######## btn_event_reader ########
`src/rtl/stopwatch_pkg.sv`:
```
// Shared types and constants for the stopwatch button front end.
// Holds the control FSM state type, the button bit positions used on the
// 4-bit level/press/release buses, and a counter-width helper.
package stopwatch_pkg;

    typedef enum logic [1:0] {
        ST_IDLE  = 2'd0,
        ST_RUN   = 2'd1,
        ST_PAUSE = 2'd2,
        ST_LAP   = 2'd3
    } sw_state_e;

    localparam int NUM_BTNS      = 4;
    localparam int BTN_IDX_N     = 0;  // BTN_N, the active-low button
    localparam int BTN_IDX_START = 1;  // BTN1, start/stop
    localparam int BTN_IDX_LAP   = 2;  // BTN2, lap
    localparam int BTN_IDX_CLEAR = 3;  // BTN3, clear

    // Bits needed to hold the values 0..n-1 (at least one bit).
    function automatic int cnt_width(input int n);
        return (n > 1) ? $clog2(n) : 1;
    endfunction

endpackage

```
`src/rtl/btn_debounce.sv`:
```
// One button channel: 2-flop synchronizer, debounce counter, debounced level
// and single-cycle press/release pulses. ACTIVE_LOW selects a pin whose idle
// level is 1; the synchronizer resets to that idle value and the level is
// reported active-high.
module btn_debounce
    import stopwatch_pkg::*;
#(
    parameter int   DEBOUNCE_CYCLES = 120000,
    parameter logic ACTIVE_LOW      = 1'b0
) (
    input  logic clk,
    input  logic rst_n,
    input  logic pin_i,
    output logic level_o,
    output logic press_o,
    output logic release_o
);

    localparam int              CW       = cnt_width(DEBOUNCE_CYCLES);
    localparam logic [CW-1:0]   CNT_LAST = CW'(DEBOUNCE_CYCLES - 1);

    logic          sync1_q;
    logic          sync2_q;
    logic          pressed_s;
    logic [CW-1:0] cnt_q;
    logic [CW-1:0] cnt_d;
    logic          level_q;
    logic          level_d;
    logic          press_q;
    logic          press_d;
    logic          release_q;
    logic          release_d;

    // Two-stage synchronizer; resets to the released pin value.
    always_ff @(posedge clk or negedge rst_n) begin
        if (!rst_n) begin
            sync1_q <= ACTIVE_LOW;
            sync2_q <= ACTIVE_LOW;
        end else begin
            sync1_q <= pin_i;
            sync2_q <= sync1_q;
        end
    end

    assign pressed_s = sync2_q ^ ACTIVE_LOW;

    // Count consecutive mismatches; flip the level after DEBOUNCE_CYCLES of them.
    always_comb begin
        cnt_d     = '0;
        level_d   = level_q;
        press_d   = 1'b0;
        release_d = 1'b0;
        if (pressed_s != level_q) begin
            if (cnt_q == CNT_LAST) begin
                level_d   = pressed_s;
                press_d   = pressed_s;
                release_d = !pressed_s;
            end else begin
                cnt_d = cnt_q + CW'(1);
            end
        end
    end

    // Debounce state and registered edge pulses.
    always_ff @(posedge clk or negedge rst_n) begin
        if (!rst_n) begin
            cnt_q     <= '0;
            level_q   <= 1'b0;
            press_q   <= 1'b0;
            release_q <= 1'b0;
        end else begin
            cnt_q     <= cnt_d;
            level_q   <= level_d;
            press_q   <= press_d;
            release_q <= release_d;
        end
    end

    assign level_o   = level_q;
    assign press_o   = press_q;
    assign release_o = release_q;

endmodule

```
`src/rtl/btn_event_reader.sv`:
```
// Stopwatch button reader: four debounced button channels feeding a small
// IDLE/RUN/PAUSE/LAP control FSM with a registered clear pulse.
// Optional feature: define BTN_LONG_PRESS_EN to build the BTN_N hold timer,
// which fires long_press and clear once per hold and forces IDLE.
module btn_event_reader
    import stopwatch_pkg::*;
#(
    parameter int DEBOUNCE_CYCLES   = 120000,
    parameter int LONG_PRESS_CYCLES = 12000000
) (
    input  logic       CLK,
    input  logic       RST_N,
    input  logic       BTN_N,
    input  logic       BTN1,
    input  logic       BTN2,
    input  logic       BTN3,
    output logic [3:0] btn_level,
    output logic [3:0] btn_press,
    output logic [3:0] btn_release,
    output logic       run,
    output logic       lap_freeze,
    output logic       clear,
    output logic       long_press
);

    logic [NUM_BTNS-1:0] raw_pins;
    sw_state_e           state_q;
    sw_state_e           state_d;
    logic                clear_q;
    logic                clear_d;
    logic                long_fire_s;

    assign raw_pins = {BTN3, BTN2, BTN1, BTN_N};

    genvar gi;
    generate
        for (gi = 0; gi < NUM_BTNS; gi++) begin : g_btn
            btn_debounce #(
                .DEBOUNCE_CYCLES (DEBOUNCE_CYCLES),
                .ACTIVE_LOW      (gi == BTN_IDX_N)
            ) u_debounce (
                .clk       (CLK),
                .rst_n     (RST_N),
                .pin_i     (raw_pins[gi]),
                .level_o   (btn_level[gi]),
                .press_o   (btn_press[gi]),
                .release_o (btn_release[gi])
            );
        end
    endgenerate

`ifdef BTN_LONG_PRESS_EN
    localparam int            HW        = cnt_width(LONG_PRESS_CYCLES);
    localparam logic [HW-1:0] HOLD_LAST = HW'(LONG_PRESS_CYCLES - 1);

    logic [HW-1:0] hold_cnt_q;
    logic [HW-1:0] hold_cnt_d;
    logic          fired_q;
    logic          fired_d;
    logic          long_press_q;

    assign long_fire_s = btn_level[BTN_IDX_N] && !fired_q && (hold_cnt_q == HOLD_LAST);

    // Time the BTN_N hold; fire once, then wait for release before re-arming.
    always_comb begin
        hold_cnt_d = '0;
        fired_d    = 1'b0;
        if (btn_level[BTN_IDX_N]) begin
            fired_d = fired_q | long_fire_s;
            if (!fired_q && !long_fire_s) begin
                hold_cnt_d = hold_cnt_q + HW'(1);
            end
        end
    end

    // Hold timer state and registered long-press pulse.
    always_ff @(posedge CLK or negedge RST_N) begin
        if (!RST_N) begin
            hold_cnt_q   <= '0;
            fired_q      <= 1'b0;
            long_press_q <= 1'b0;
        end else begin
            hold_cnt_q   <= hold_cnt_d;
            fired_q      <= fired_d;
            long_press_q <= long_fire_s;
        end
    end

    assign long_press = long_press_q;
`else
    // No hold timer in this build; LONG_PRESS_CYCLES has no effect here.
    if (LONG_PRESS_CYCLES < 1) begin : g_long_press_unused
    end

    assign long_fire_s = 1'b0;
    assign long_press  = 1'b0;
`endif

    // Next state: long press overrides everything, then BTN3 > BTN1 > BTN2.
    always_comb begin
        state_d = state_q;
        clear_d = 1'b0;
        if (long_fire_s) begin
            state_d = ST_IDLE;
            clear_d = 1'b1;
        end else if (btn_press[BTN_IDX_CLEAR]) begin
            if (state_q == ST_IDLE || state_q == ST_PAUSE) begin
                state_d = ST_IDLE;
                clear_d = 1'b1;
            end
        end else if (btn_press[BTN_IDX_START]) begin
            case (state_q)
                ST_IDLE:  state_d = ST_RUN;
                ST_RUN:   state_d = ST_PAUSE;
                ST_PAUSE: state_d = ST_RUN;
                ST_LAP:   state_d = ST_PAUSE;
                default:  state_d = ST_IDLE;
            endcase
        end else if (btn_press[BTN_IDX_LAP]) begin
            case (state_q)
                ST_RUN:  state_d = ST_LAP;
                ST_LAP:  state_d = ST_RUN;
                default: state_d = state_q;
            endcase
        end
    end

    // Control state register; clear is registered alongside the state change.
    always_ff @(posedge CLK or negedge RST_N) begin
        if (!RST_N) begin
            state_q <= ST_IDLE;
            clear_q <= 1'b0;
        end else begin
            state_q <= state_d;
            clear_q <= clear_d;
        end
    end

    assign run        = (state_q == ST_RUN) || (state_q == ST_LAP);
    assign lap_freeze = (state_q == ST_LAP);
    assign clear      = clear_q;

endmodule

```
`config.mk`:
```
export PLATFORM = sky130hd
export DESIGN_NAME = btn_event_reader
export DESIGN_NICKNAME = d
export VERILOG_FILES = /design/src/rtl/stopwatch_pkg.sv /design/src/rtl/btn_debounce.sv /design/src/rtl/btn_event_reader.sv
export SDC_FILE = /design/constraint.sdc
export NUM_CORES = 1
export LEC_CHECK = 0
export CAP_MARGIN = 5
export CORE_MARGIN = 5
export CORE_UTILIZATION = 64
export DETAILED_ROUTE_END_ITERATION = 7
export PLACE_DENSITY = 0.95
export SLEW_MARGIN = 20
export SYNTH_ARGS = -nofsm -noshare
export SYNTH_HDL_FRONTEND = slang
export SYNTH_HIERARCHICAL = 1
export SYNTH_SLANG_ARGS = --single-unit
```
`constraint.sdc`:
```
create_clock -name CLK -period 3.57 [get_ports CLK]
set_input_delay 1.071 -clock CLK [delete_from_list [all_inputs] [get_ports CLK]]
set_output_delay 1.071 -clock CLK [all_outputs]
set_load 0.03 [all_outputs]
```
######## neuron_bitstream_acc ########
File: src/rtl/neuron_bitstream_acc.sv
// ---------------------------------------------------------------------------
// neuron_bitstream_acc
//
// Purpose:
//   This is a stochastic neuron. It combines INPUT_SIZE unipolar input
//   bitstreams with per-input weight generators and a bias generator.
//   MODE 0 ORs the products together with the bias bit (OR-accumulate).
//   MODE 1 selects one term per cycle in round-robin order, which gives a
//   scaled add. A frame counter turns the output bitstream into a binary
//   popcount over FRAME_LEN cycles. The frame uses a start/done/ack handshake.
//
// Optional feature (macro NEURON_STREAM_GATE_EN):
//   When this macro is defined, neuron_output reads 0 whenever the FSM is
//   not in RUN. The registered sum keeps updating underneath, so RUN starts
//   with no extra latency.
//
// Ports:
//   clk           in   rising-edge clock
//   n_rst         in   asynchronous active-low reset
//   neuron_input  in   [INPUT_SIZE]  one bit per input bitstream per cycle
//   weight_values in   int[INPUT_SIZE] weight thresholds (p = x/256)
//   bias_value    in   int           bias threshold (p = x/256)
//   start         in   pulse that begins a counting frame
//   ack           in   consumer acknowledges the count
//   neuron_output out  registered output bitstream
//   busy          out  high while a frame is being counted
//   done          out  count valid, held until ack
//   count         out  [CNT_W] number of 1s in the last frame
// ---------------------------------------------------------------------------

// Stochastic number generator. Outputs a Bernoulli bit with p = value/256.
// The random byte comes from the top byte of a 16-bit maximal-length LFSR.
module neuron_bitstream_sng #(
    parameter int SEED = 0
) (
    input  logic               clk,
    input  logic               n_rst,
    input  logic signed [31:0] value,
    output logic               bit_out
);

    // The LFSR must never hold zero. Scramble the seed and fall back to 1
    // in the single case where the scrambled value would be zero.
    function automatic logic [15:0] seed_init(input int s);
        logic [15:0] v;
        v = s[15:0] ^ 16'hACE1;
        if (v == 16'h0000) begin
            v = 16'h0001;
        end
        return v;
    endfunction

    localparam logic [15:0] INIT = seed_init(SEED);

    logic [15:0] lfsr;

    always_ff @(posedge clk or negedge n_rst) begin
        if (!n_rst) begin
            lfsr <= INIT;
        end else begin
            lfsr <= {1'b0, lfsr[15:1]} ^ (lfsr[0] ? 16'hB400 : 16'h0000);
        end
    end

    always_comb begin
        bit_out = 1'b0;
        if (value <= 0) begin
            bit_out = 1'b0;
        end else if (value >= 256) begin
            bit_out = 1'b1;
        end else begin
            bit_out = (lfsr[15:8] < value[7:0]);
        end
    end

endmodule

module neuron_bitstream_acc #(
    parameter int INPUT_SIZE = 2,
    parameter int SEED       = 0,
    parameter int MODE       = 0,
    parameter int FRAME_LEN  = 256,
    parameter int CNT_W      = $clog2(FRAME_LEN + 1)
) (
    input  logic                  clk,
    input  logic                  n_rst,
    input  logic [INPUT_SIZE-1:0] neuron_input,
    input  logic signed [31:0]    weight_values [INPUT_SIZE],
    input  logic signed [31:0]    bias_value,
    input  logic                  start,
    input  logic                  ack,
    output logic                  neuron_output,
    output logic                  busy,
    output logic                  done,
    output logic [CNT_W-1:0]      count
);

    typedef enum logic [1:0] {
        S_IDLE,
        S_RUN,
        S_DONE
    } state_t;

    localparam logic [CNT_W-1:0] LAST = CNT_W'(FRAME_LEN - 1);

    logic [INPUT_SIZE-1:0] weight_bit;
    logic [INPUT_SIZE-1:0] mult;
    logic                  bias_bit;
    logic                  sum;
    logic                  sum_q;

    state_t                state;
    logic [CNT_W-1:0]      acc;
    logic [CNT_W-1:0]      fcnt;

    // ---------------------------------------------------------------------
    // Generators
    // ---------------------------------------------------------------------
    neuron_bitstream_sng #(.SEED(SEED + 1)) u_bias_sng (
        .clk     (clk),
        .n_rst   (n_rst),
        .value   (bias_value),
        .bit_out (bias_bit)
    );

    for (genvar i = 0; i < INPUT_SIZE; i++) begin : g_weight
        neuron_bitstream_sng #(.SEED(SEED + i + 2)) u_weight_sng (
            .clk     (clk),
            .n_rst   (n_rst),
            .value   (weight_values[i]),
            .bit_out (weight_bit[i])
        );
    end

    assign mult = neuron_input & weight_bit;

    // ---------------------------------------------------------------------
    // Sum stage
    // ---------------------------------------------------------------------
    if (MODE == 0) begin : g_or_acc
        assign sum = bias_bit | (|mult);
    end else begin : g_mux_add
        localparam int SEL_W = $clog2(INPUT_SIZE + 1);
        localparam logic [SEL_W-1:0] SEL_LAST = SEL_W'(INPUT_SIZE);

        logic [SEL_W-1:0]    sel;
        logic [INPUT_SIZE:0] terms;

        // The bias sits just above the products, so one index covers every
        // slot in the round-robin, including sel == INPUT_SIZE.
        assign terms = {bias_bit, mult};
        assign sum   = terms[sel];

        always_ff @(posedge clk or negedge n_rst) begin
            if (!n_rst) begin
                sel <= '0;
            end else if (sel == SEL_LAST) begin
                sel <= '0;
            end else begin
                sel <= sel + 1'b1;
            end
        end
    end

    always_ff @(posedge clk or negedge n_rst) begin
        if (!n_rst) begin
            sum_q <= 1'b0;
        end else begin
            sum_q <= sum;
        end
    end

`ifdef NEURON_STREAM_GATE_EN
    // Gate the output with the registered state, so it stays glitch-free.
    assign neuron_output = sum_q & (state == S_RUN);
`else
    assign neuron_output = sum_q;
`endif

    // ---------------------------------------------------------------------
    // Frame counter FSM
    // ---------------------------------------------------------------------
    always_ff @(posedge clk or negedge n_rst) begin
        if (!n_rst) begin
            state <= S_IDLE;
            busy  <= 1'b0;
            done  <= 1'b0;
            count <= '0;
            acc   <= '0;
            fcnt  <= '0;
        end else begin
            case (state)
                S_IDLE: begin
                    if (start) begin
                        state <= S_RUN;
                        busy  <= 1'b1;
                        acc   <= '0;
                        fcnt  <= '0;
                    end
                end
                S_RUN: begin
                    if (fcnt == LAST) begin
                        // The final sample goes straight into count.
                        // acc itself never has to hold FRAME_LEN.
                        state <= S_DONE;
                        busy  <= 1'b0;
                        done  <= 1'b1;
                        count <= acc + CNT_W'(neuron_output);
                    end else begin
                        acc  <= acc + CNT_W'(neuron_output);
                        fcnt <= fcnt + 1'b1;
                    end
                end
                S_DONE: begin
                    if (ack) begin
                        done <= 1'b0;
                        if (start) begin
                            state <= S_RUN;
                            busy  <= 1'b1;
                            acc   <= '0;
                            fcnt  <= '0;
                        end else begin
                            state <= S_IDLE;
                        end
                    end
                end
                default: begin
                    state <= S_IDLE;
                    busy  <= 1'b0;
                    done  <= 1'b0;
                end
            endcase
        end
    end

endmodule
File: config.mk
export PLATFORM = sky130hd
export DESIGN_NAME = neuron_bitstream_acc
export DESIGN_NICKNAME = d
export VERILOG_FILES = /design/src/rtl/neuron_bitstream_acc.sv
export SDC_FILE = /design/constraint.sdc
export NUM_CORES = 1
export LEC_CHECK = 0
export CORE_MARGIN = 5
export CORE_UTILIZATION = 50
export DETAILED_ROUTE_END_ITERATION = 6
export PLACE_DENSITY_LB_ADDON = 0.08
export SYNTH_ARGS = -nofsm -noshare
export SYNTH_HDL_FRONTEND = slang
export SYNTH_SLANG_ARGS = --single-unit
File: constraint.sdc
create_clock -name clk -period 3.45 [get_ports clk]
set_clock_uncertainty 0.15 [all_clocks]
set_input_delay 0.345 -clock clk [delete_from_list [all_inputs] [get_ports clk]]
set_output_delay 0.345 -clock clk [all_outputs]
set_load 0.1 [all_outputs]
######## conv_capture_buffer ########
<file path="src/rtl/conv_capture_pkg.sv">
`default_nettype none
// +------------------------------------------------------------------+
// | conv_capture_pkg                                                 |
// | Register map, CTRL bit positions and FSM encoding for capture.   |
// | Rev 1.0                                                          |
// +------------------------------------------------------------------+
package conv_capture_pkg;
  localparam logic [31:0] c_ADDR_CTRL   = 32'h0000_0000;
  localparam logic [31:0] c_ADDR_THRESH = 32'h0000_0001;
  localparam logic [31:0] c_ADDR_STATUS = 32'h0000_0002;
  localparam logic [31:0] c_BUF_BASE    = 32'h0000_0400;

  localparam int c_CTRL_ARM   = 0;
  localparam int c_CTRL_ABORT = 1;
  localparam int c_CTRL_FORCE = 2;

  typedef enum logic [1:0] {
    ST_IDLE    = 2'd0,
    ST_ARMED   = 2'd1,
    ST_CAPTURE = 2'd2,
    ST_DONE    = 2'd3
  } state_t;
endpackage
`default_nettype wire

</file>
<file path="src/rtl/conv_capture_ram.sv">
`default_nettype none
// +------------------------------------------------------------------+
// | conv_capture_ram                                                 |
// | Simple dual-port RAM, registered read with one-cycle latency.    |
// | Rev 1.0                                                          |
// +------------------------------------------------------------------+
module conv_capture_ram #(
  parameter int DEPTH = 256,
  parameter int WIDTH = 16,
  localparam int AW   = $clog2(DEPTH)
) (
  input  logic             clk,
  input  logic             i_we,
  input  logic [AW-1:0]    i_waddr,
  input  logic [WIDTH-1:0] i_wdata,
  input  logic [AW-1:0]    i_raddr,
  output logic [WIDTH-1:0] o_rdata
);
  logic [WIDTH-1:0] r_mem [DEPTH];

  always_ff @(posedge clk) begin
    if (i_we) r_mem[i_waddr] <= i_wdata;
    o_rdata <= r_mem[i_raddr];
  end
endmodule
`default_nettype wire

</file>
<file path="src/rtl/conv_capture_buffer.sv">
`default_nettype none
// +------------------------------------------------------------------+
// | conv_capture_buffer                                              |
// | Threshold/forced trigger capture of a sample stream, APB readout.|
// | Rev 1.0                                                          |
// +------------------------------------------------------------------+
module conv_capture_buffer #(
  parameter int DATA_BITWIDTH = 16,
  parameter int CAPTURE_DEPTH = 256
) (
  input  logic                     clk,
  input  logic                     rst,
  input  logic                     data_in_enable,
  input  logic [DATA_BITWIDTH-1:0] data_in,
  input  logic                     p_sel,
  input  logic [3:0]               p_strb,
  input  logic [31:0]              p_addr,
  input  logic [31:0]              p_wdata,
  input  logic                     p_ce,
  input  logic                     p_we,
  output logic                     p_rdy,
  output logic [31:0]              p_rdata,
  output logic                     trig_out,
  output logic                     capture_done
);
  import conv_capture_pkg::*;

  localparam int AW = $clog2(CAPTURE_DEPTH);
  localparam int CW = AW + 1;
  localparam logic [CW-1:0]            c_DEPTH   = CW'(CAPTURE_DEPTH);
  localparam logic [DATA_BITWIDTH-1:0] c_THR_RST = DATA_BITWIDTH'(32'h8000);

  state_t                   r_state, w_state_nxt;
  logic [CW-1:0]            r_count, w_count_nxt;
  logic [DATA_BITWIDTH-1:0] r_prev, w_prev_nxt, r_thr, w_thr_nxt;
  logic                     r_pv, w_pv_nxt, r_force, w_force_nxt;
  logic                     r_rdy, r_trig, w_trig, r_rd_buf;
  logic [31:0]              r_rd_reg, w_rd_reg;
  logic                     w_we;
  logic [AW-1:0]            w_waddr;
  logic [DATA_BITWIDTH-1:0] w_ram_rdata;

  wire w_access  = p_sel && p_ce && !r_rdy;
  wire w_wr      = w_access && p_we;
  wire w_ctrl    = w_wr && (p_addr == c_ADDR_CTRL) && p_strb[0];
  wire w_thr_wr  = w_wr && (p_addr == c_ADDR_THRESH);
  wire w_buf_hit = (p_addr >= c_BUF_BASE) && (p_addr < c_BUF_BASE + 32'(CAPTURE_DEPTH));
  wire w_done    = (r_state == ST_DONE);
  // A CTRL commit on the same edge as a strobe drops that sample.
  wire w_sample  = data_in_enable && !w_ctrl;
  wire w_unused_ok = &{1'b0, p_wdata, p_strb};

  always_comb begin
    w_state_nxt = r_state;
    w_count_nxt = r_count;
    w_prev_nxt  = r_prev;
    w_pv_nxt    = r_pv;
    w_force_nxt = r_force;
    w_trig      = 1'b0;
    w_we        = 1'b0;
    w_waddr     = r_count[AW-1:0];
    if (w_ctrl) begin
      if (p_wdata[c_CTRL_ABORT]) begin
        w_state_nxt = ST_IDLE;
        w_count_nxt = '0;
        w_force_nxt = 1'b0;
      end else if (p_wdata[c_CTRL_ARM]) begin
        w_state_nxt = ST_ARMED;
        w_count_nxt = '0;
        w_pv_nxt    = 1'b0;
        w_force_nxt = p_wdata[c_CTRL_FORCE];
      end else if (p_wdata[c_CTRL_FORCE] && r_state == ST_ARMED) begin
        w_force_nxt = 1'b1;
      end
    end else if (w_sample) begin
      case (r_state)
        ST_ARMED: begin
          w_prev_nxt = data_in;
          w_pv_nxt   = 1'b1;
          if (r_force || (r_pv && r_prev < r_thr && data_in >= r_thr)) begin
            w_we        = 1'b1;
            w_waddr     = '0;
            w_count_nxt = CW'(1);
            w_state_nxt = ST_CAPTURE;
            w_force_nxt = 1'b0;
            w_trig      = 1'b1;
          end
        end
        ST_CAPTURE: begin
          w_we        = 1'b1;
          w_count_nxt = r_count + 1'b1;
          if (w_count_nxt == c_DEPTH) w_state_nxt = ST_DONE;
        end
        default: ;
      endcase
    end
  end

  always_comb begin
    w_thr_nxt = r_thr;
    for (int i = 0; i < DATA_BITWIDTH; i++)
      if (p_strb[i/8]) w_thr_nxt[i] = p_wdata[i];
  end

  always_comb begin
    w_rd_reg = 32'd0;
    if (p_addr == c_ADDR_THRESH)      w_rd_reg = 32'(r_thr);
    else if (p_addr == c_ADDR_STATUS) w_rd_reg = {16'(r_count), 13'd0, w_done, r_state};
  end

  always_ff @(posedge clk) begin
    if (rst) begin
      r_state  <= ST_IDLE;
      r_count  <= '0;
      r_prev   <= '0;
      r_pv     <= 1'b0;
      r_force  <= 1'b0;
      r_thr    <= c_THR_RST;
      r_rdy    <= 1'b0;
      r_trig   <= 1'b0;
      r_rd_buf <= 1'b0;
      r_rd_reg <= 32'd0;
    end else begin
      r_state  <= w_state_nxt;
      r_count  <= w_count_nxt;
      r_prev   <= w_prev_nxt;
      r_pv     <= w_pv_nxt;
      r_force  <= w_force_nxt;
      r_rdy    <= w_access;
      r_trig   <= w_trig;
      r_rd_buf <= w_access && !p_we && w_buf_hit;
      r_rd_reg <= (w_access && !p_we) ? w_rd_reg : 32'd0;
      if (w_thr_wr) r_thr <= w_thr_nxt;
    end
  end

  // Buffer base is aligned above the largest depth, so low address bits index the RAM.
  conv_capture_ram #(
    .DEPTH (CAPTURE_DEPTH),
    .WIDTH (DATA_BITWIDTH)
  ) u_ram (
    .clk     (clk),
    .i_we    (w_we),
    .i_waddr (w_waddr),
    .i_wdata (data_in),
    .i_raddr (p_addr[AW-1:0]),
    .o_rdata (w_ram_rdata)
  );

  assign p_rdy        = r_rdy;
  assign p_rdata      = !r_rdy ? 32'd0 : (r_rd_buf ? 32'(w_ram_rdata) : r_rd_reg);
  assign trig_out     = r_trig;
  assign capture_done = w_done;
endmodule
`default_nettype wire

</file>
<file path="config.mk">
export PLATFORM = sky130hd
export DESIGN_NAME = conv_capture_buffer
export DESIGN_NICKNAME = d
export VERILOG_FILES = /design/src/rtl/conv_capture_pkg.sv /design/src/rtl/conv_capture_ram.sv /design/src/rtl/conv_capture_buffer.sv
export SDC_FILE = /design/constraint.sdc
export NUM_CORES = 2
export LEC_CHECK = 0
export CAP_MARGIN = 20
export CORE_ASPECT_RATIO = 1.1
export CORE_MARGIN = 5
export CORE_UTILIZATION = 33
export DETAILED_ROUTE_END_ITERATION = 8
export PLACE_DENSITY_LB_ADDON = 0.15
export SLEW_MARGIN = 20
export SYNTH_ARGS = -nofsm -noshare
export SYNTH_HDL_FRONTEND = slang
export SYNTH_SLANG_ARGS = --single-unit
</file>
<file path="constraint.sdc">
create_clock -name clk -period 4.9 [get_ports clk]
set_clock_uncertainty 0.1 [all_clocks]
set_input_delay 0.98 -clock clk [delete_from_list [all_inputs] [get_ports clk]]
set_output_delay 0.98 -clock clk [all_outputs]
set_load 0.01 [all_outputs]
</file>
Fig. 1: neuron_bitstream_acc, M3 wires
Bar = 20 um.
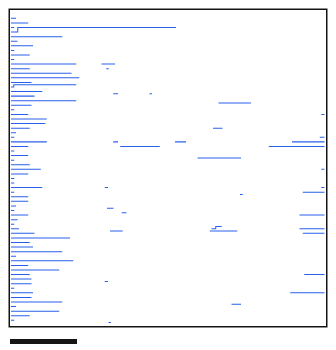
share of all routed wire: 8.2%
main direction: horizontal
wire length on this layer: 612 um
nets with wire on the layer: 87
longest straight run: 46.9 um

==> summary.txt, neuron_bitstream_acc <==
fresh numbers from the pnr run: Netlist Area Pre-Place=3520 sq um, crit start category=register, pin count of the biggest net entering global routing=81, Worst-Margin Slew=0.990 ns, Hold WS=-0.00449 ns, failing checks=negative hold slack, Synth Instances=308, ant diodes=0, DP HPWL=5950 um, Placement Setup Slack=0.971 ns, total number of vias=2,733, most instantiated logic cells after routing=clkdlybuf4s50_1 (112), dfrtp_1 (56), o21ai_0 (27), inv_1 (27), nor4_1 (26), initial antenna violation count=0, final hold vios=7, worst vdd ir=0.264 mV, r2r setup slk=0.94 ns, Syn Nets=435, initial drt markers=77, CTS tree=built, vias per std cell=5.18, final setup violating endpoints=0, crit path launch=fcnt[0], AO/OA Area Share=9.55%, # Post-CTS Setup Buffers=0, reg-to-reg critical path startpoint=fcnt[0], outcome=finished, violations left, Biggest register=g_weight.u_weight_sng.lfsr, yosys cell count=308, Post-synth EDFFs=0, xor/xnor share=5.22%, post-CTS resize count=0, Yosys chip area=3520 sq um, FP Rows=30, CP arrival=2.59 ns, Highest Clock Rate=0.398 GHz
[neuron_bitstream_acc: final cells by class]
cell class	count	share of cell area [%]
clock buffers	11	2.62
multi-input cells	196	27.4
flip-flops and latches	80	40.5
clock inverters	5	2.57
well taps	96	2.40
inverters	27	2.02
repair buffers	113	22.5
[neuron_bitstream_acc: power breakdown]
group          switching (W)  internal [W]  total (W)
registers          0.0000795       0.00102    0.00110
logic               0.000269      0.000257   0.000526
clock network       0.000318      0.000556   0.000874
total               0.000667       0.00184    0.00250
[neuron_bitstream_acc: worst max-delay path, stage by stage, from the launching register on]
cell and delay, ns:
dfrtp_1 0.42, ha_1 0.23, nand3_1 0.11, nor3_1 0.06
ha_1 0.24, nor3b_4 0.45, a31oi_4 0.16, nor4_1 0.36
xnor2_1 0.16, nor2_1 0.05
[neuron_bitstream_acc: routing by layer]
layer  track usage, %  vias to the layer above  part of all wire [%]
met4             9.51                        0                   3.1
li1                 -                     1334                     -
met1             23.2                     1277                    44
met5                0                        -                     0
met3             6.09                       20                   8.2
met2             28.3                      102                    45
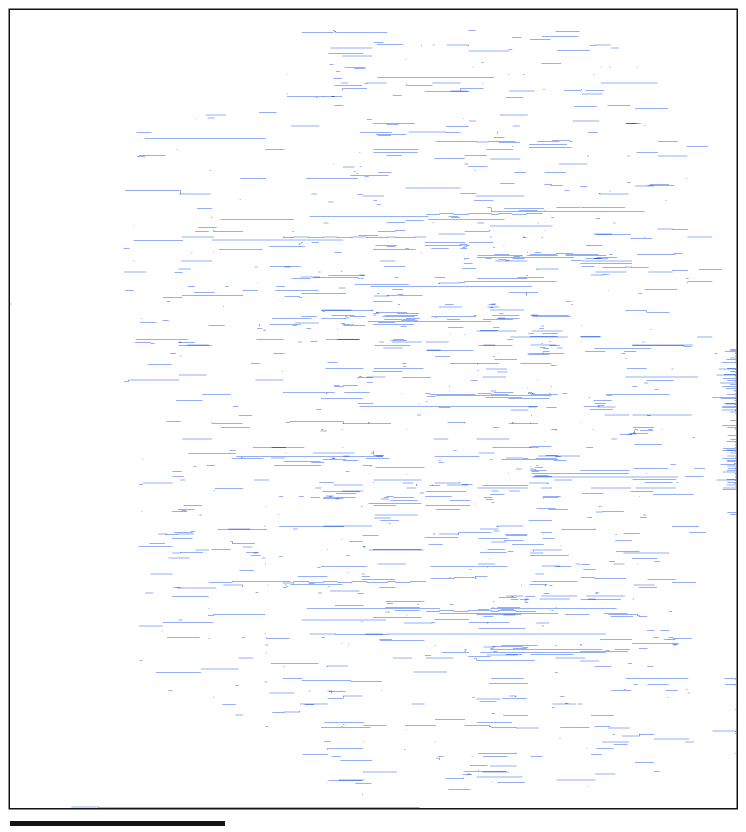
Fig. 2. M3 wires (conv_capture_buffer).
Bar = 200 um.
share of all routed wire: 4.4%
longest straight run: 299 um
total number of vias: 76,500
Total Routed Length: 466,000 um
met3 track demand over resource: 2.16%

Fig. 3: conv_capture_buffer, cell outlines without signal wires
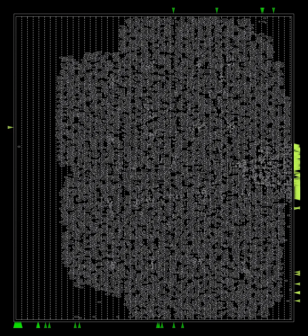
Final Util: 39.4%
fin cells: 14,700
FP Rows: 269

==> summary.txt, conv_capture_buffer <==
fresh numbers from the pnr run: Synth cell types=66, # fillers=43,100, endpoint class of the critical path=register, worst vdd ir=0.278 mV, DP HPWL=295,000 um, combinational share of cell area=18.2%, Die X=677 um, Routed Antenna Nets=0, post-synth top area share=76.2%, first-pass GRT wire length=650,000 um, Area after DPL=178,000 sq um, ys flop type=edfxtp_1, outcome=completed, largest class=flip-flops and latches, Reg area=125,000 sq um, Synth area leader=edfxtp_1, vias in the first global route=79,800, DR DRC count=0, Worst-Margin Slew=1.38 ns, initial antenna violation count=26, seq_cells=4,185, Clock Path Buffers=4, root buffer cell=clkbuf_16, H-tree Lvls=5, Synth Instances=6,999, Seq share, synth=77.3%, total grt overflow=0, final hold vios=0, hold crit path type=input pin to register, total tool warning count=62, Placement Setup Slack=-0.333 ns, count of multi-input gates=2,403, Inverters=29, drt wl/cell=31.6 um, initial drt markers=7,418, Worst-path clk slew=0.06 ns
[conv_capture_buffer: report_power, final]
part	total [W]	switching (W)	internal, W
sequential	0.0394	0.0000726	0.0393
clock	0.0329	0.0138	0.0191
combinational	0.00392	0.00242	0.00149
[conv_capture_buffer: logic make-up after synthesis]
logic type | count (synthesis) | share of synthesized area, %
other | 1 | 0.00232
and+or+nand+nor | 652 | 1.78
adders and majority gates | 35 | 0.271
AOI/OAI and AO/OA | 316 | 1.34
muxes | 1393 | 18.0
buffers and inverters | 417 | 1.33
DFF | 4185 | 77.3
[conv_capture_buffer: metrics by stage]
stage | total power (W) | TNS, ns | hold slack (ns)
2_1_floorplan | 0.0419 | 0 | 0.330
3_3_place_gp | 0.0441 | -0.625 | 0.347
3_5_place_dp | 0.0442 | -0.567 | 0.346
4_1_cts | 0.0771 | 0 | 0.0326
5_1_grt | 0.0786 | 0 | 0.0754
6_report | 0.0762 | 0 | 0.143
[conv_capture_buffer: per-layer routing]
| metal | part of all wire, % | vias to the layer above |
|---|---|---|
| met5 | 0 | - |
| met4 | 2.7 | 0 |
| met3 | 4.4 | 476 |
| met2 | 50 | 2056 |
| met1 | 43 | 42400 |
| li1 | - | 31600 |
Fig. 4: btn_event_reader, cell outlines without signal wires
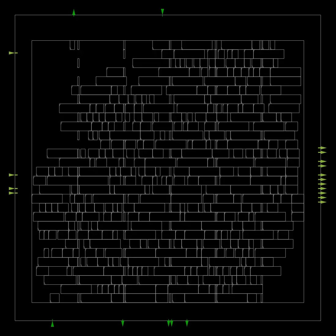
# fillers: 409
flop share of the area: 47.9%
Final Util: 73.6%
fin cells: 495

==> summary.txt, btn_event_reader <==
fresh numbers from the pnr run: CP cell instances=and2_4 > clkdlybuf4s50_1, yosys cell count=395, ys flop type=dfrtp_1, hold path cells=0, P_sw=0.000400 W, Initial Utilization=66.6%, max reg flops=68, Max-Cap Viols=0, chip area=8460 sq um, ant diodes=0, fin crit period=2.74 ns, Reg2Reg Depth=5, final setup violating endpoints=0, post-synth top area share=51.7%, comb pwr=0.0000642 W, setup ws final=0.826 ns, total tool warning count=26, TNS Setup=0 ns, Simple-Gate Area Share=26.4%, outcome=completed, Worst path max stage delay=0.66 ns, DP HPWL=5460 um, Setup CP Type=register to output pin, PnR Total Power=0.00190 W, Yosys reg bits=91, number of synthesis warnings=6
btn_event_reader: cell usage in the layout (no fill, tap or decap), drive strengths merged, types with 5 or more instances in the layout:
cell / count
xor2: 39
nand3: 32
nor3b: 6
or3b: 8
dfrtp: 89
o21ai: 15
clkdlybuf4s50: 19
a21oi: 18
nor2: 49
or3: 8
clkbuf: 12
and4: 16
and2: 9
nor3: 5
o31ai: 8
or4: 12
nand4: 12
nand2: 17
xnor2: 10
btn_event_reader: routing by layer:
metal,track usage (%),share of wire (%),up-vias
met3,4.83,4.6,16
met5,0,0,-
met4,9.03,1.8,0
met2,35.2,51,86
li1,-,-,1438
met1,26.3,42,1528
btn_event_reader: how the worst max path moves through the flow:
| stage | cells after the start | endpoint | slack (ns) | from |
|---|---|---|---|---|
| after floorplan | 6 | g_btn[1].u_debounce/level_o | 1.74 | g_btn[1].u_debounce/cnt_q[0] |
| final | 2 | lap_freeze | 0.83 | state_q[0] |
| after global routing | 2 | lap_freeze | 0.75 | state_q[0] |
| after global placement | 2 | lap_freeze | 1.25 | state_q[0] |
| after CTS | 2 | lap_freeze | 0.80 | state_q[0] |
| after detailed placement | 2 | lap_freeze | 1.21 | state_q[0] |

==> layout pictures side by side <==
Close-up of the layout.
Plate I
Region (26, 8) to (66, 48) um. Cells in grey, sequential cells in the stronger grey; small squares are vias.
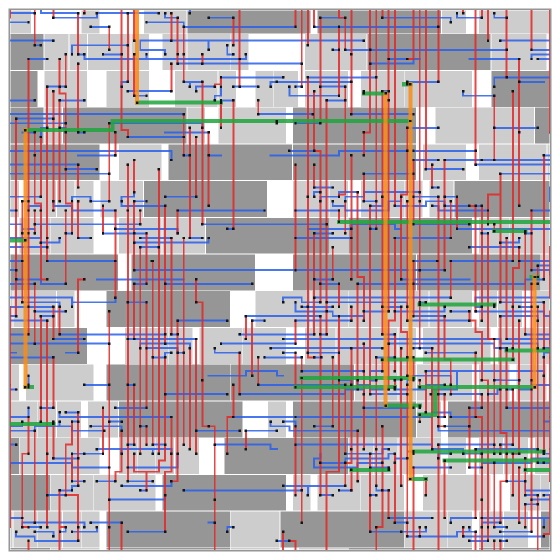
Plate II
Region (318, 203) to (358, 243) um. Cells in grey, sequential cells in the stronger grey; small squares are vias.
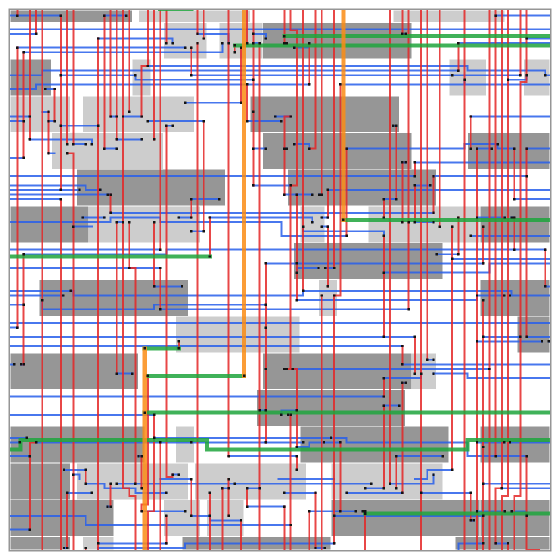
Plate III
Region (27, 8) to (67, 48) um. Cells in grey, sequential cells in the stronger grey; small squares are vias.
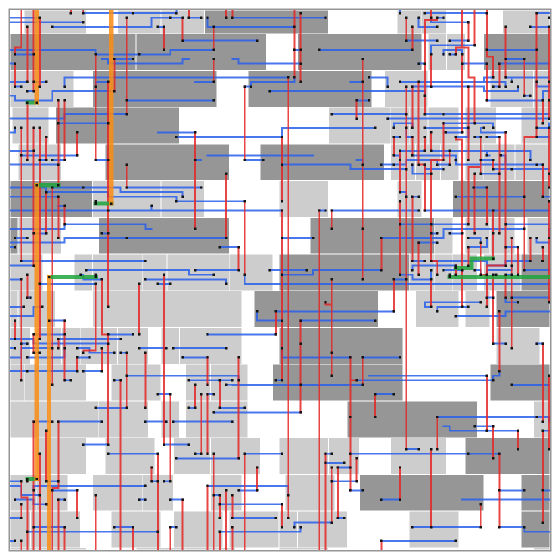
neuron_bitstream_acc: Plate III
conv_capture_buffer: Plate II
btn_event_reader: Plate I

Key to Plate I:
| colour | layer |
|---|---|
| orange | met4 |
| blue | met1 |
| red | met2 |
| green | met3 |
most frequent: dfrtp_1 (27), nor2_1 (21), xor2_1 (16)
sequential cells in the window: 27
cells with their middle in the window: 128
netlist names of flops here include: g_btn.u_debounce/cnt_q (24)


######## wb_interconnect ########
Fig. 5: wb_interconnect, close-up of the layout
Region (43, 18) to (83, 58) um. Cells in grey, sequential cells in the stronger grey; small squares are vias.
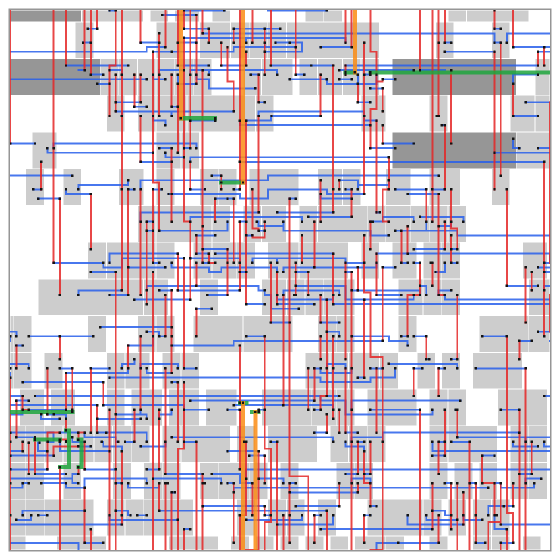
`src/rtl/platform_pkg.sv`:
```
// Platform constants shared by the core, interconnect and slaves.
// Slave order: DMEM, MTIMER, LED driver, WBUART.
package platform_pkg;

  localparam int unsigned NUM_SLAVES = 4;

  localparam int unsigned DMEM_IDX   = 0;
  localparam int unsigned MTIMER_IDX = 1;
  localparam int unsigned LED_IDX    = 2;
  localparam int unsigned UART_IDX   = 3;

  localparam logic [NUM_SLAVES-1:0][31:0] START_ADDRESS = {
    32'hA000_0020,
    32'hA000_0010,
    32'hA000_0000,
    32'h9000_0000
  };

  localparam logic [NUM_SLAVES-1:0][31:0] MASK = {
    32'hFFFF_FFE0,
    32'hFFFF_FFF0,
    32'hFFFF_FFF0,
    32'hF000_0000
  };

  localparam int unsigned WB_MAX_OUTSTANDING = 4;
  localparam int unsigned WB_TIMEOUT_CYCLES  = 256;

  typedef logic [$clog2(NUM_SLAVES)-1:0] slave_idx_t;

  typedef enum logic [1:0] {
    ST_IDLE,
    ST_ACTIVE,
    ST_DECERR,
    ST_ABORT
  } wb_state_t;

  function automatic int unsigned idx_w(int unsigned n);
    return (n > 1) ? $clog2(n) : 1;
  endfunction

endpackage

```
`src/rtl/wb_addr_decoder.sv`:
```
// Base/mask address decoder; the lowest matching slave index wins.
module wb_addr_decoder
  import platform_pkg::*;
#(
  parameter int unsigned NUM_SLAVES = platform_pkg::NUM_SLAVES
) (
  input  logic [31:0]                 adr_i,
  input  logic [NUM_SLAVES-1:0][31:0] base_i,
  input  logic [NUM_SLAVES-1:0][31:0] mask_i,
  output logic [idx_w(NUM_SLAVES)-1:0] idx_o,
  output logic                        hit_o
);

  localparam int unsigned IW = idx_w(NUM_SLAVES);

  always_comb begin
    idx_o = '0;
    hit_o = 1'b0;
    for (int i = NUM_SLAVES - 1; i >= 0; i--) begin
      if ((adr_i & mask_i[i]) == (base_i[i] & mask_i[i])) begin
        idx_o = IW'(i);
        hit_o = 1'b1;
      end
    end
  end

endmodule

```
`src/rtl/wb_interconnect.sv`:
```
// Pipelined Wishbone B4 1:N interconnect with outstanding tracking,
// decode-error responses and a bus timeout.
module wb_interconnect #(
  parameter int unsigned NUM_SLAVES = platform_pkg::NUM_SLAVES,
  parameter logic [NUM_SLAVES-1:0][31:0] START_ADDRESS =
    platform_pkg::START_ADDRESS,
  parameter logic [NUM_SLAVES-1:0][31:0] MASK = platform_pkg::MASK,
  parameter int unsigned MAX_OUTSTANDING =
    platform_pkg::WB_MAX_OUTSTANDING,
  parameter int unsigned TIMEOUT_CYCLES =
    platform_pkg::WB_TIMEOUT_CYCLES
) (
  input  logic                     clk_i,
  input  logic                     rstn_i,
  input  logic                     m_cyc_i,
  input  logic                     m_stb_i,
  input  logic                     m_we_i,
  input  logic [31:0]              m_adr_i,
  input  logic [31:0]              m_dat_i,
  input  logic [3:0]               m_sel_i,
  output logic                     m_stall_o,
  output logic                     m_ack_o,
  output logic                     m_err_o,
  output logic [31:0]              m_dat_o,
  output logic [NUM_SLAVES-1:0]    s_cyc_o,
  output logic [NUM_SLAVES-1:0]    s_stb_o,
  output logic                     s_we_o,
  output logic [31:0]              s_adr_o,
  output logic [31:0]              s_dat_o,
  output logic [3:0]               s_sel_o,
  input  logic [NUM_SLAVES-1:0]    s_stall_i,
  input  logic [NUM_SLAVES-1:0]    s_ack_i,
  input  logic [NUM_SLAVES-1:0]    s_err_i,
  input  logic [NUM_SLAVES*32-1:0] s_dat_i
);

  import platform_pkg::*;

  localparam int unsigned IW = idx_w(NUM_SLAVES);
  localparam int unsigned CW = $clog2(MAX_OUTSTANDING + 1);
  localparam int unsigned TW =
    (TIMEOUT_CYCLES > 0) ? $clog2(TIMEOUT_CYCLES + 1) : 1;
  localparam logic [CW-1:0] OUT_MAX = CW'(MAX_OUTSTANDING);
  localparam logic [TW-1:0] TMO_LAST =
    (TIMEOUT_CYCLES > 0) ? TW'(TIMEOUT_CYCLES - 1) : '0;

  logic [IW-1:0] idx;
  logic          hit;
  logic [IW-1:0] sel_q, sel_d;
  wb_state_t     state_q, state_d;
  logic [CW-1:0] out_q, out_d, out_nxt;
  logic [TW-1:0] tmo_q, tmo_d;
  logic          abort_q, abort_d;

  logic busy, block, tgt_stall, accept;
  logic active, ack_sel, err_sel, resp, tmo_hit;

  wb_addr_decoder #(
    .NUM_SLAVES(NUM_SLAVES)
  ) u_dec (
    .adr_i (m_adr_i),
    .base_i(START_ADDRESS),
    .mask_i(MASK),
    .idx_o (idx),
    .hit_o (hit)
  );

  always_comb begin
    busy = (out_q != '0);
    block = (busy && (!hit || idx != sel_q))
         || (out_q == OUT_MAX)
         || (state_q == ST_DECERR)
         || (state_q == ST_ABORT);
    tgt_stall = hit & s_stall_i[idx];
    m_stall_o = rstn_i & (block | tgt_stall);
    accept = rstn_i & m_cyc_i & m_stb_i & ~(block | tgt_stall);

    active  = (state_q == ST_ACTIVE) && busy && m_cyc_i;
    ack_sel = active & s_ack_i[sel_q];
    err_sel = active & s_err_i[sel_q];
    resp    = ack_sel | err_sel;
    tmo_hit = (TIMEOUT_CYCLES > 0) && busy
           && (tmo_q == TMO_LAST) && !resp;

    m_ack_o = ack_sel;
    m_err_o = err_sel
           | (state_q == ST_DECERR)
           | ((state_q == ST_ABORT) & abort_q);
    m_dat_o = active ? s_dat_i[32*sel_q +: 32] : '0;

    s_stb_o = '0;
    if (accept && hit) s_stb_o[idx] = 1'b1;
    s_cyc_o = s_stb_o;
    if (state_q == ST_ACTIVE && rstn_i) s_cyc_o[sel_q] = m_cyc_i;

    // Broadcast lines are held low in reset as well.
    s_we_o  = rstn_i & m_we_i;
    s_adr_o = rstn_i ? m_adr_i : '0;
    s_dat_o = rstn_i ? m_dat_i : '0;
    s_sel_o = rstn_i ? m_sel_i : '0;
  end

  always_comb begin
    state_d = state_q;
    sel_d   = sel_q;
    out_d   = out_q;
    tmo_d   = '0;
    abort_d = 1'b0;
    out_nxt = out_q + CW'(accept) - CW'(resp);
    if (!m_cyc_i) begin
      state_d = ST_IDLE;
      out_d   = '0;
    end else begin
      unique case (state_q)
        ST_IDLE: begin
          if (accept && hit) begin
            state_d = ST_ACTIVE;
            sel_d   = idx;
            out_d   = CW'(1);
          end else if (accept) begin
            state_d = ST_DECERR;
          end
        end
        ST_ACTIVE: begin
          if (tmo_hit) begin
            state_d = ST_ABORT;
            out_d   = '0;
            abort_d = 1'b1;
          end else begin
            out_d = out_nxt;
            if (out_nxt == '0) state_d = ST_IDLE;
            if (!resp && busy && TIMEOUT_CYCLES > 0)
              tmo_d = tmo_q + 1'b1;
          end
        end
        ST_DECERR: state_d = ST_IDLE;
        ST_ABORT:  out_d = '0;
        default:   state_d = ST_IDLE;
      endcase
    end
  end

  always_ff @(posedge clk_i or negedge rstn_i) begin
    if (!rstn_i) begin
      state_q <= ST_IDLE;
      sel_q   <= '0;
      out_q   <= '0;
      tmo_q   <= '0;
      abort_q <= 1'b0;
    end else begin
      state_q <= state_d;
      sel_q   <= sel_d;
      out_q   <= out_d;
      tmo_q   <= tmo_d;
      abort_q <= abort_d;
    end
  end

endmodule
```
`config.mk`:
```
export PLATFORM = sky130hd
export DESIGN_NAME = wb_interconnect
export DESIGN_NICKNAME = d
export VERILOG_FILES = /design/src/rtl/platform_pkg.sv /design/src/rtl/wb_addr_decoder.sv /design/src/rtl/wb_interconnect.sv
export SDC_FILE = /design/constraint.sdc
export NUM_CORES = 1
export LEC_CHECK = 0
export ABC_AREA = 1
export ABC_CLOCK_PERIOD_IN_PS = 4840
export CORE_AREA = 4 4 122 124
export CTS_BUF_LIST = sky130_fd_sc_hd__clkbuf_8
export DETAILED_ROUTE_END_ITERATION = 8
export DIE_AREA = 0 0 126 128
export GPL_TIMING_DRIVEN = 0
export PLACE_DENSITY = 0.77
export SLEW_MARGIN = 20
export SYNTH_ARGS = -nofsm -noshare
export SYNTH_HDL_FRONTEND = slang
export SYNTH_SLANG_ARGS = --single-unit
export TNS_END_PERCENT = 50
```
`constraint.sdc`:
```
create_clock -name clk_i -period 4.84 [get_ports clk_i]
set_input_delay 0.484 -clock clk_i [delete_from_list [all_inputs] [get_ports clk_i]]
set_output_delay 0.484 -clock clk_i [all_outputs]
set_load 0.01 [all_outputs]
```
==> summary.txt <==
fresh numbers from the pnr run: total number of vias=5,072, met3 wire len=1340 um, Crit path top cell by count=nand2_1, Top power group=combinational cells, area share of fa/ha/maj cells after synthesis=3.79%, Synth Instances=590, Biggest register=tmo_q, r2r setup slk=1.22 ns, Placement Setup Slack=0.308 ns, AO/OA Area Share=17.5%, post-synth top area share=17.2%, Reg area=425 sq um, Yosys reg bits=17, Worst-path clk slew=0.07 ns, outcome=completed, H-tree Lvls=1, reg-to-reg critical path startpoint=state_q[1], DRT Pass-1 Iters=5, Area after DPL=6630 sq um, syn avg cell area=5.37 sq um
Notes on Fig. 5 above:
| colour | layer |
|---|---|
| red | met2 |
| blue | met1 |
| green | met3 |
| orange | met4 |
cells with their middle in the window: 172
most frequent: nand2_1 (52), nor2_1 (31), inv_1 (24)
sequential cells in the window: 3
netlist names of flops here include: sel_q (2), state_q (1)

[synth_stat cells]
cell type    n
or2_2        1
nor3_1      12
inv_1      120
nand4_1      5
and3_1       1
clkbuf_1    31
xor2_1       5
nand3_1     84
a31oi_1     32
nand3b_1     1
nor2_2       6
a21oi_1     10
a22oi_1     33
nand4_4      1
xnor2_1      2
buf_2        2
ha_1         8
inv_2        3
o21ai_0      3
nor3b_1      1
nand2_4      1
nand2_2      8
nor2_1      49
nor2_4       2
fa_1         1
nand2_1    145
buf_4        1
o21ai_1      3
a22o_1       1
o21bai_4     1
dfrtp_1     17
[area by class of cell]
class | count | area share, %
antenna | 1 | 0.0375
buffer | 34 | 2.01
clock buffer | 3 | 0.619
clock inverter | 1 | 0.0750
inverter | 123 | 6.92
multi-input combinational | 416 | 32.2
sequential | 17 | 6.37
tap | 180 | 3.37
timing repair buffer | 323 | 48.4
[how the worst max path moves through the flow]
stage | end | slack, ns | startpoint
final | state_q[0] | 0.68 | rstn_i
after global placement | state_q[0] | 0.40 | rstn_i
after global routing | state_q[0] | 0.25 | rstn_i
after CTS | state_q[0] | 0.58 | rstn_i
after detailed placement | state_q[0] | 0.31 | rstn_i
after floorplan | state_q[0] | 1.46 | m_adr_i[8]


==> screenshots <==
Routed clock nets over the placement.
image #1
Bar = 20 um.
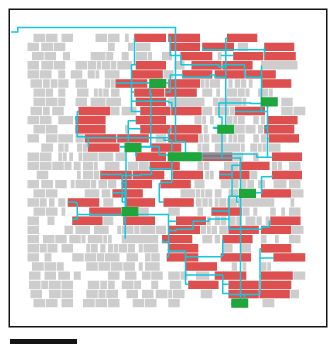
image #2
Bar = 20 um.
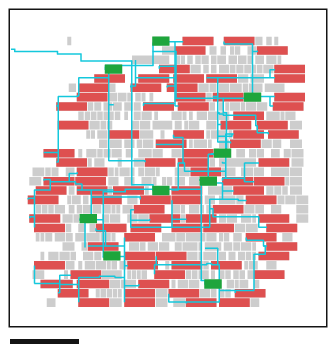
image #3
Bar = 200 um.
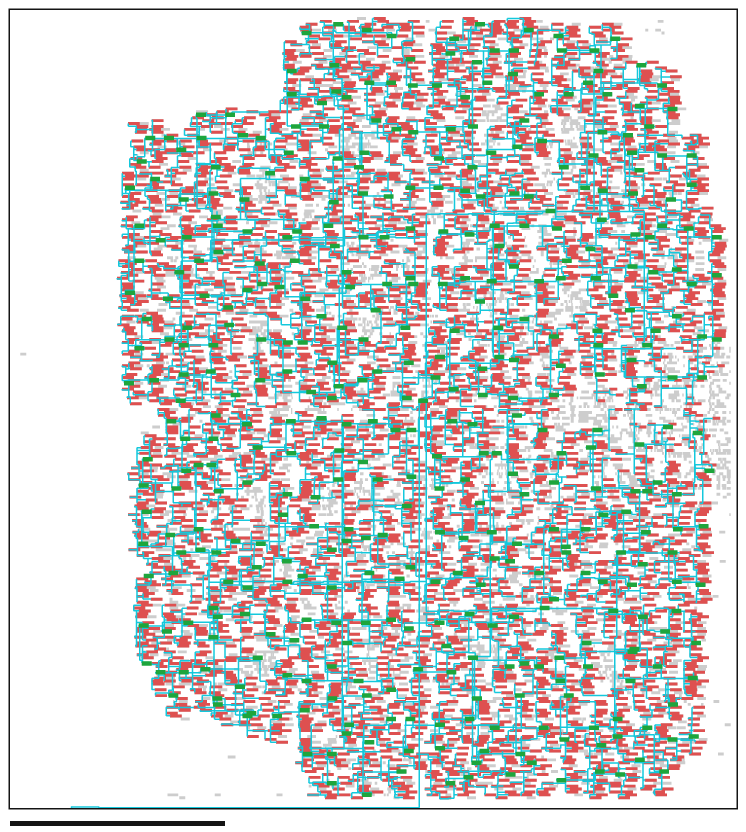
image #4
Bar = 50 um.
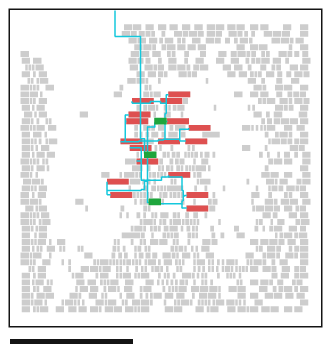
image #1: neuron_bitstream_acc
image #3: conv_capture_buffer
image #2: btn_event_reader
image #4: wb_interconnect

Key to image #3:
[cyan] clock wires | length: 51.4 mm
[green] cells driving clock nets | count: 426
[red] flip-flops | count: 4,185
flops lie: all over the die
routed clock nets: 427


==> layout pictures side by side <==
Wiring by layer.
panel A
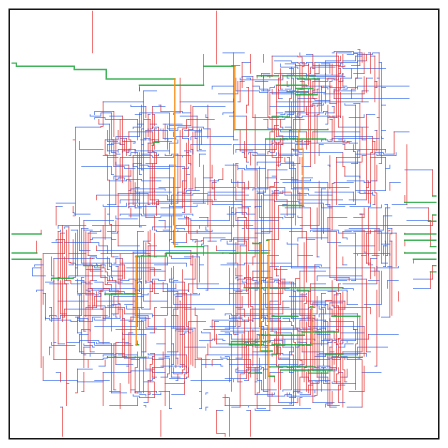
panel B
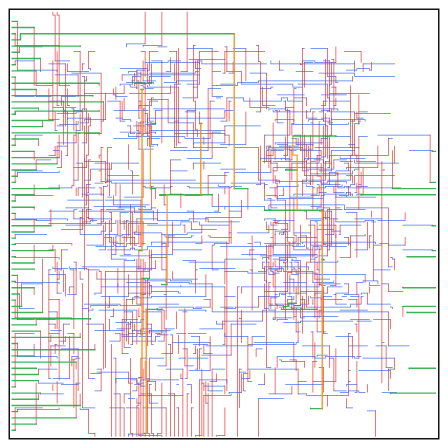
panel C
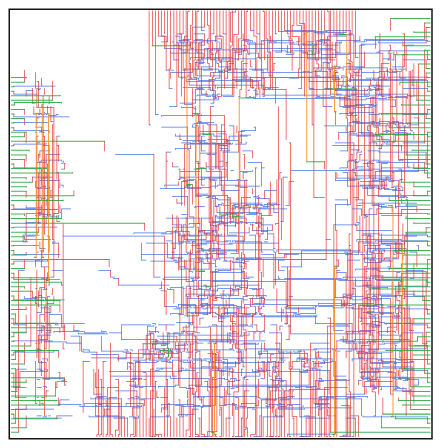
panel D
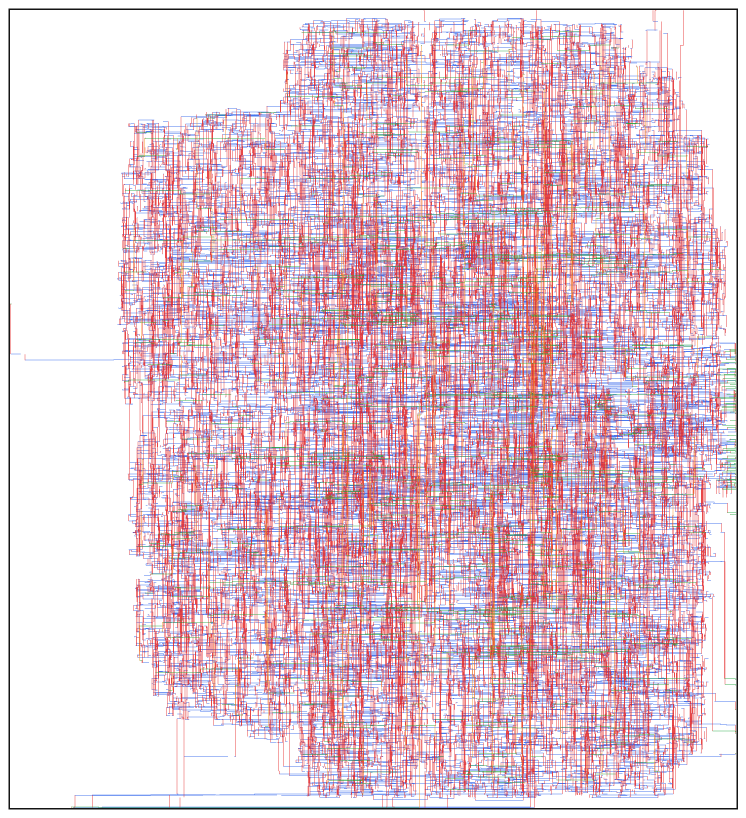
Panel D is conv_capture_buffer.
Panel B is neuron_bitstream_acc.
Panel A is btn_event_reader.
Panel C is wb_interconnect.
Of these, most wire: panel D

Key to panel C:
| colour | layer | wire length |
|---|---|---|
| blue | met1 | 6,160 um |
| green | met3 | 1,340 um |
| orange | met4 | 591 um |
| red | met2 | 8,540 um |

Power is estimated from default activity; no workload was simulated.
